=== block 1 ===
### Wiring by layer, block 1

Scale: 4 px per um.
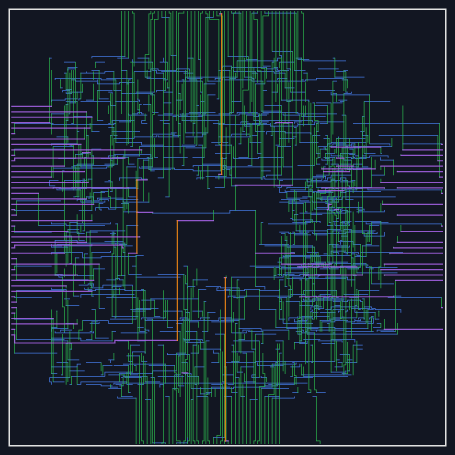
### Logic cells by family, block 1

Scale: 2 px per um.
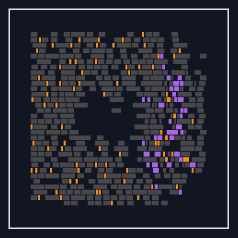
### Floorplan with the power grid, block 1

Scale: 3 px per um. Pins as bars on the die edge.
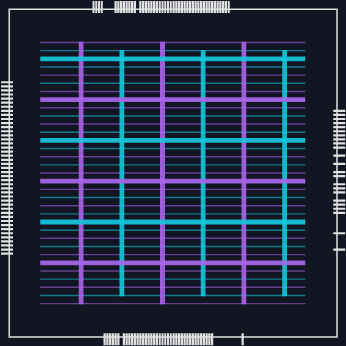
===== src/rtl/signal_seq_pkg.sv =====
`default_nettype none
// ============================================================================
// Module      : signal_seq_pkg
// Description : Shared types and constants for the control-signal sequencer.
//               The optional multi-pass feature is enabled by the macro
//               SIGNAL_SEQ_LOOP_EN (see signal_sequencer).
// Revision    : 1.0 - initial release
// ============================================================================
package signal_seq_pkg;

   // Default widths
   localparam int DEF_MEMORY_WIDTH = 63;
   localparam int DEF_ADDRS_WIDTH  = 4;
   localparam int DEF_HOLD_WIDTH   = 8;

   // End-of-program flag is the MSB of the control word
   localparam int EOP_BIT = DEF_MEMORY_WIDTH - 1;

   // Sequencer states
   typedef enum logic [1:0] {
      IDLE  = 2'd0,
      FETCH = 2'd1,
      HOLD  = 2'd2,
      DONE  = 2'd3
   } seq_state_t;

   // EOP index for a control word of arbitrary width
   function automatic int eop_index(input int width);
      return width - 1;
   endfunction

endpackage : signal_seq_pkg
`default_nettype wire


===== src/rtl/hold_counter.sv =====
`default_nettype none
// ============================================================================
// Module      : hold_counter
// Description : Loadable down-counter with zero flag. Decrements only on an
//               enable (accepted handshake cycle) and saturates at zero.
// Revision    : 1.0 - initial release
// ============================================================================
module hold_counter #(
   parameter int WIDTH = 8
) (
   input  logic             clk,
   input  logic             reset,
   input  logic             i_clr,
   input  logic             i_load,
   input  logic [WIDTH-1:0] i_load_val,
   input  logic             i_dec,
   output logic             o_zero
);

   logic [WIDTH-1:0] r_count;

   // Load takes priority over decrement; clear (abort) over both
   always_ff @(posedge clk) begin
      if (reset || i_clr) begin
         r_count <= '0;
      end else if (i_load) begin
         r_count <= i_load_val;
      end else if (i_dec && (r_count != '0)) begin
         r_count <= r_count - WIDTH'(1);
      end
   end

   assign o_zero = (r_count == '0);

endmodule : hold_counter
`default_nettype wire


===== src/rtl/signal_sequencer.sv =====
`default_nettype none
// ============================================================================
// Module      : signal_sequencer
// Description : Walks the control-signal ROM from a programmable start
//               address, registers each word and presents it to the PE array
//               for hold_cycles_i+1 accepted cycles. Ends on the EOP bit or
//               at the last ROM address.
//               Optional: define SIGNAL_SEQ_LOOP_EN to add loop_count_i,
//               giving extra passes over the same program.
// Revision    : 1.0 - initial release
// ============================================================================
module signal_sequencer
   import signal_seq_pkg::*;
#(
   parameter int MEMORY_WIDTH = DEF_MEMORY_WIDTH,
   parameter int ADDRS_WIDTH  = DEF_ADDRS_WIDTH,
   parameter int HOLD_WIDTH   = DEF_HOLD_WIDTH
) (
   input  logic                    clk,
   input  logic                    reset,
   input  logic                    start_i,
   input  logic                    abort_i,
   input  logic [ADDRS_WIDTH-1:0]  start_addr_i,
   input  logic [HOLD_WIDTH-1:0]   hold_cycles_i,
`ifdef SIGNAL_SEQ_LOOP_EN
   input  logic [7:0]              loop_count_i,
`endif
   output logic [ADDRS_WIDTH-1:0]  addrs_rom_signal_o,
   output logic                    rd_rom_signals_ld_o,
   input  logic [MEMORY_WIDTH-1:0] rom_signals_data_i,
   output logic [MEMORY_WIDTH-1:0] signals_o,
   output logic                    signals_valid_o,
   input  logic                    signals_ready_i,
   output logic                    busy_o,
   output logic                    done_o
);

   localparam int c_EOP_BIT = eop_index(MEMORY_WIDTH);

   seq_state_t              r_state;
   logic [ADDRS_WIDTH-1:0]  r_addr;
   logic                    r_rd;
   logic                    r_valid;
   logic                    r_done;
   logic [MEMORY_WIDTH-1:0] r_signals;

   logic                    w_cnt_zero;
   logic                    w_accept;
   logic                    w_final_accept;
   logic                    w_last_word;
   logic                    w_more_passes;
   logic [ADDRS_WIDTH-1:0]  w_restart_addr;

   assign w_accept       = (r_state == HOLD) && signals_ready_i;
   assign w_last_word    = r_signals[c_EOP_BIT] || (&r_addr);
   assign w_final_accept = w_accept && w_cnt_zero && w_last_word;

`ifdef SIGNAL_SEQ_LOOP_EN
   logic [7:0]             r_passes;
   logic [ADDRS_WIDTH-1:0] r_start_addr;

   // Pass bookkeeping: captured on start, consumed at each program end
   always_ff @(posedge clk) begin
      if (reset || abort_i) begin
         r_passes     <= '0;
         r_start_addr <= '0;
      end else if ((r_state == IDLE) && start_i) begin
         r_passes     <= loop_count_i;
         r_start_addr <= start_addr_i;
      end else if (w_final_accept && (r_passes != '0)) begin
         r_passes <= r_passes - 8'd1;
      end
   end

   assign w_more_passes  = (r_passes != '0);
   assign w_restart_addr = r_start_addr;
`else
   assign w_more_passes  = 1'b0;
   assign w_restart_addr = r_addr;
`endif

   // Per-word accepted-cycle counter, loaded while the word is fetched
   hold_counter #(
      .WIDTH (HOLD_WIDTH)
   ) u_hold_counter (
      .clk        (clk),
      .reset      (reset),
      .i_clr      (abort_i),
      .i_load     ((r_state == FETCH) && !abort_i),
      .i_load_val (hold_cycles_i),
      .i_dec      (w_accept && !abort_i),
      .o_zero     (w_cnt_zero)
   );

   // Sequencer FSM with registered ROM and array-side outputs
   always_ff @(posedge clk) begin
      if (reset || abort_i) begin
         r_state   <= IDLE;
         r_addr    <= '0;
         r_rd      <= 1'b0;
         r_valid   <= 1'b0;
         r_done    <= 1'b0;
         r_signals <= '0;
      end else begin
         case (r_state)
            IDLE: begin
               r_done <= 1'b0;
               if (start_i) begin
                  r_addr  <= start_addr_i;
                  r_rd    <= 1'b1;
                  r_state <= FETCH;
               end
            end
            FETCH: begin
               r_signals <= rom_signals_data_i;
               r_rd      <= 1'b0;
               r_valid   <= 1'b1;
               r_state   <= HOLD;
            end
            HOLD: begin
               if (w_accept && w_cnt_zero) begin
                  r_valid <= 1'b0;
                  if (w_last_word) begin
                     if (w_more_passes) begin
                        r_addr  <= w_restart_addr;
                        r_rd    <= 1'b1;
                        r_state <= FETCH;
                     end else begin
                        r_done  <= 1'b1;
                        r_state <= DONE;
                     end
                  end else begin
                     r_addr  <= r_addr + ADDRS_WIDTH'(1);
                     r_rd    <= 1'b1;
                     r_state <= FETCH;
                  end
               end
            end
            DONE: begin
               r_done  <= 1'b0;
               r_state <= IDLE;
            end
            default: begin
               r_state <= IDLE;
            end
         endcase
      end
   end

   assign addrs_rom_signal_o  = r_addr;
   assign rd_rom_signals_ld_o = r_rd;
   assign signals_o           = r_signals;
   assign signals_valid_o     = r_valid;
   assign busy_o              = (r_state != IDLE);
   assign done_o              = r_done;

endmodule : signal_sequencer
`default_nettype wire


===== config.mk =====
export PLATFORM = sky130hd
export DESIGN_NAME = signal_sequencer
export DESIGN_NICKNAME = d
export VERILOG_FILES = /design/src/rtl/signal_seq_pkg.sv /design/src/rtl/hold_counter.sv /design/src/rtl/signal_sequencer.sv
export SDC_FILE = /design/constraint.sdc
export NUM_CORES = 1
export LEC_CHECK = 0
export CAP_MARGIN = 40
export CORE_MARGIN = 10
export CORE_UTILIZATION = 41
export DETAILED_ROUTE_END_ITERATION = 8
export HOLD_SLACK_MARGIN = 0.06
export PLACE_DENSITY = 0.86
export SYNTH_ARGS = -nofsm -noshare
export SYNTH_HDL_FRONTEND = slang
export SYNTH_SLANG_ARGS = --single-unit

===== constraint.sdc =====
create_clock -name clk -period 2.8 [get_ports clk]
set_input_delay 0.7 -clock clk [delete_from_list [all_inputs] [get_ports clk]]
set_output_delay 0.7 -clock clk [all_outputs]
set_load 0.005 [all_outputs]

==> impl_metrics.csv <==
group,metric,value,unit
setup_path,critical_path_peak_fanout,5,
routing,drtAntennaViolNets,0,
logic_synthesis,synth_cell_types,44,
cts,cts_tree,"built",
final_layout,comb_area,0.001533,sq mm
final_layout,stdcell_area,0.005070,sq mm
pwr,powerSeq,1.18,mW
final_layout,seq_share,31.59,%
final_layout,nets,563,
place,gp_congestion,0.9029,
place,dp_hpwl,7657,um
setup_path,cp.required,2.10,ns
floorplanning,coreArea,0.007687,sq mm
logic_synthesis,yosysWarnings,0,
pwr,power_leader,"registers",
logic_synthesis,postSynthSeqShare,49.59,%
floorplanning,num_rows,32,
final_layout,inv_count,9,
run,drv_cap,0,
min_path,hold_class,"flop to flop",
run,warnings,30,
logic_synthesis,syn-num-nets,417,
outcome,status,"finished clean",
cts,cts_buffer_depth,2,
cts,ctsHoldBuffers,0,
global_routing,grt_pass1_wl,15270,um
About 'Wiring by layer' of block 1:
- green: M2 (wire length 5190 um)
- purple: M3 (wire length 1010 um)
- blue: M1 (wire length 3590 um)
- orange: M4 (wire length 129 um)
Total GRT Usage: 16.23%
Via Count: 2938
Routed WL: 9917 um

About 'Logic cells by family' of block 1:
- orange: nor cells (cells 76; where widely spread)
- purple: aoi and oai cells (cells 36; where east)

About 'Floorplan with the power grid' of block 1:
- cyan: VDD
- purple: VSS
- met4 straps: 6
- met5 straps: 6
- rows: 32
- signal pins: 151
- met1 rails: 33

## final timing paths
path	to	cells after the start	slack, ns	startpoint
hold / removal	done_o	2	0.48	done_o
setup reg to reg	rd_rom_signals_ld_o	6	0.66	u_hold_counter.r_count[0]
setup / recovery	busy_o	4	0.35	r_state[0]
hold reg to reg	done_o	2	0.48	done_o
## critical path, stage by stage, from the launching register on
cell and delay, ns:
dfxtp_1 0.44, inv_1 0.10, ha_1 0.26, inv_1 0.11
clkdlybuf4s50_1 0.51
## kinds of logic (layout without fill, tap and decap cells)
| family | after synthesis | after routing | synth area share [%] |
|---|---|---|---|
| mux | 65 | 65 | 20.15 |
| compound gates | 41 | 41 | 9.067 |
| flops | 80 | 80 | 49.59 |
| simple gates | 107 | 107 | 14.61 |
| buf+inv | 28 | 179 | 3.332 |
| fa+ha+maj | 7 | 7 | 2.712 |
| xor+xnor | 2 | 2 | 0.5425 |
## per-layer routing
layer,track usage [%],vias to the layer above,routed length (um),share of wire (%)
met4,4.991,0,129,1.3
met2,29.18,111,5193,52
met5,0,-,0,0
met3,7.257,9,1009,10
li1,-,1446,-,-
met1,16.56,1372,3585,36

=== block 2 ===
### src/rtl/mul_seq_pkg.sv
// Shared constants for the shift-add multiply sequencer: operand width,
// iteration counter sizing and FSM state encoding.
package mul_seq_pkg;

  localparam int WIDTH = 16;
  localparam int CNT_W = 4;
  localparam logic [CNT_W-1:0] LAST_ITER = 4'd15;

  localparam logic [1:0] ST_IDLE = 2'd0;
  localparam logic [1:0] ST_RUN  = 2'd1;
  localparam logic [1:0] ST_DONE = 2'd2;

endpackage

### src/rtl/mul_sequencer_fulladder.sv
// Combinational W-bit ripple-carry adder with carry in/out; zero latency.
module FullAdder #(
  parameter int W = 16
) (
  input  logic [W-1:0] A,
  input  logic [W-1:0] B,
  input  logic         CIN,
  output logic [W-1:0] S,
  output logic         COUT
);

  logic [W:0] c;

  assign c[0] = CIN;

  for (genvar i = 0; i < W; i++) begin : g_bit
    assign S[i]   = A[i] ^ B[i] ^ c[i];
    assign c[i+1] = (A[i] & B[i]) | (c[i] & (A[i] ^ B[i]));
  end

  assign COUT = c[W];

endmodule

### src/rtl/mul_sequencer.sv
// 16x16 unsigned shift-add multiplier; DONE 17 cycles after START is taken.
// START is ignored (not queued) while BUSY; new START accepted right after DONE.
module mul_sequencer #(
  parameter int WIDTH = mul_seq_pkg::WIDTH
) (
  input  logic               CLK,
  input  logic               RST_N,
  input  logic               START,
  input  logic [WIDTH-1:0]   A,
  input  logic [WIDTH-1:0]   B,
  output logic               BUSY,
  output logic               DONE,
  output logic [2*WIDTH-1:0] PRODUCT
);
  import mul_seq_pkg::*;

  logic [1:0]         state;
  logic [WIDTH-1:0]   mcand;
  logic [WIDTH-1:0]   acc;
  logic [WIDTH-1:0]   mq;
  logic [CNT_W-1:0]   cnt;

  logic [WIDTH-1:0]   addend;
  logic [WIDTH-1:0]   sum;
  logic               carry;
  logic [2*WIDTH:0]   ext;
  logic [2*WIDTH-1:0] nxt;

  // Gating the multiplicand makes a zero multiplier bit a pass-through with carry 0.
  assign addend = mcand & {WIDTH{mq[0]}};

  FullAdder #(.W(WIDTH)) u_add (
    .A    (acc),
    .B    (addend),
    .CIN  (1'b0),
    .S    (sum),
    .COUT (carry)
  );

  // The carry becomes the top bit after the shift, so nothing is ever lost.
  assign ext = {carry, sum, mq};
  assign nxt = ext[2*WIDTH:1];

  always_ff @(posedge CLK or negedge RST_N) begin
    if (!RST_N) begin
      state   <= ST_IDLE;
      mcand   <= '0;
      acc     <= '0;
      mq      <= '0;
      cnt     <= '0;
      PRODUCT <= '0;
    end else begin
      case (state)
        ST_IDLE: begin
          if (START) begin
            mcand <= A;
            mq    <= B;
            acc   <= '0;
            cnt   <= '0;
            state <= ST_RUN;
          end
        end
        ST_RUN: begin
          {acc, mq} <= nxt;
          if (cnt == LAST_ITER) begin
            PRODUCT <= nxt;
            state   <= ST_DONE;
          end else begin
            cnt <= cnt + 1'b1;
          end
        end
        ST_DONE: state <= ST_IDLE;
        default: state <= ST_IDLE;
      endcase
    end
  end

  assign BUSY = (state == ST_RUN) || (state == ST_DONE);
  assign DONE = (state == ST_DONE);

endmodule

### config.mk
export PLATFORM = sky130hd
export DESIGN_NAME = mul_sequencer
export DESIGN_NICKNAME = d
export VERILOG_FILES = /design/src/rtl/mul_seq_pkg.sv /design/src/rtl/mul_sequencer_fulladder.sv /design/src/rtl/mul_sequencer.sv
export SDC_FILE = /design/constraint.sdc
export NUM_CORES = 1
export LEC_CHECK = 0
export CORE_MARGIN = 1
export CORE_UTILIZATION = 49
export CTS_BUF_LIST = sky130_fd_sc_hd__clkbuf_8
export DETAILED_ROUTE_END_ITERATION = 7
export GPL_ROUTABILITY_DRIVEN = 0
export PLACE_DENSITY = 0.76
export RECOVER_POWER = 25
export SKIP_LAST_GASP = 1
export SLEW_MARGIN = 0
export SYNTH_ARGS = -nofsm -noshare
export SYNTH_HDL_FRONTEND = slang
export SYNTH_SLANG_ARGS = --single-unit
### constraint.sdc
create_clock -name CLK -period 5.74 [get_ports CLK]
set_input_delay 1.148 -clock CLK [delete_from_list [all_inputs] [get_ports CLK]]
set_output_delay 1.148 -clock CLK [all_outputs]
set_load 0.03 [all_outputs]
### Clock wiring as the flow saved it, block 2

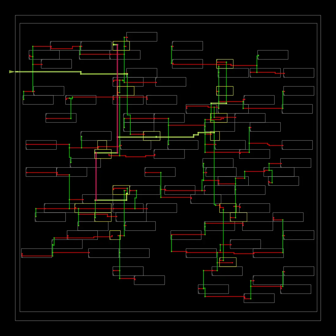
registers: 86
Clock Skew: 0.01273 ns
CTS sink cnt: 86

-- flip-flops by register name, summed over array words and instances (netlist names) --
signal and cells:
mcand 16, acc 16, mq 16, cnt 4
PRODUCT 32, state 2
-- synth_stat cells, drive strengths merged, types with 2 or more instances --
master	n
inv	19
mux2i	17
dfrtp	86
nand4	2
ha	5
and2	7
a22o	5
nor2b	2
fa	15
o22ai	7
a21oi	4
mux2	38
clkbuf	3
nand3	2
nand2	48
o21ai	34
buf	12
-- tightest hold or removal path, delay by kind of cell (launching register included) --
kind | cells | cell delay (ns)
flops | 1 | 0.34
simple gates | 1 | 0.04
compound gates | 1 | 0.06
-- cell families (layout without fill, tap and decap cells) --
kind of cell / after synthesis / in the layout / share of synthesized area (%)
compound gates: 55 / 55 / 8.006
fa+ha+maj: 20 / 20 / 9.105
buf+inv: 34 / 106 / 4.395
flops: 86 / 86 / 54.00
mux: 55 / 55 / 17.02
simple gates: 65 / 65 / 7.473
-- routing by layer --
layer / wire length, um / GRT usage (%)
met1: 3559 / 27.43
met2: 3742 / 32.34
met3: 354 / 3.400
met4: 46 / 8.203
met5: 0 / 0
==> impl_metrics.csv <==
group,metric,value,unit
pwr,ir_drop,0.0002678,V
pwr,powerSeq,0.879,mW
setup_path,crit_type,"flop to flop",
final_layout,largest_class,"flip-flops and latches",
final_timing,setup_slack,0.07568,ns
logic_synthesis,top_area_cell,"dfrtp_1",
setup_path,reg2reg_depth,25,
logic_synthesis,yosysWarnings,0,
setup_path,crit_end,"acc[14]",
final_timing,tns,0,ns
final_layout,layout_top_cell,"dfrtp_1",
outcome,status,"complete, but fails checks",
final_layout,n_all_buffers,71,
setup_path,crit_family,"adder cells",
routing,drc_errors,0,
routing,dr.pass1.iters,4,
run,drv_cap,1,
final_timing,finalMaxSlewViolations,87,
global_routing,grt_max_degree,87,
cts,cts_buffers,9,
final_timing,hold_slack,0.4860,ns
pwr,power.density,411.2,mW/mm^2
final_layout,n_antenna_cell,0,
outcome,violations,"max-capacitance violations, max-slew violations",


==> notes/layouts.md <==
Pictures saved along the way, in no particular order.

Routed clock nets over the placement.
Plate I
Scale: 2 px per um.
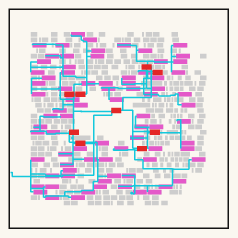
Plate II
Scale: 3 px per um.
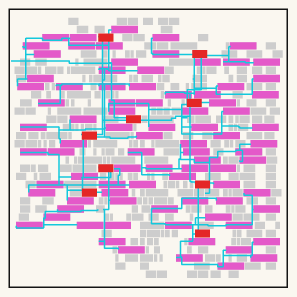
The one with the largest die is Plate I.
- block 1 = Plate I
- block 2 = Plate II

Key to Plate II:
- red: clock-net drivers (count 9)
- magenta: flip-flops (count 86)
- cyan: clock wires (length 1050 um)
- routed clock nets: 10
- flops lie: widely spread

Power figures rest on the tool's default switching activity, not on a simulated workload.
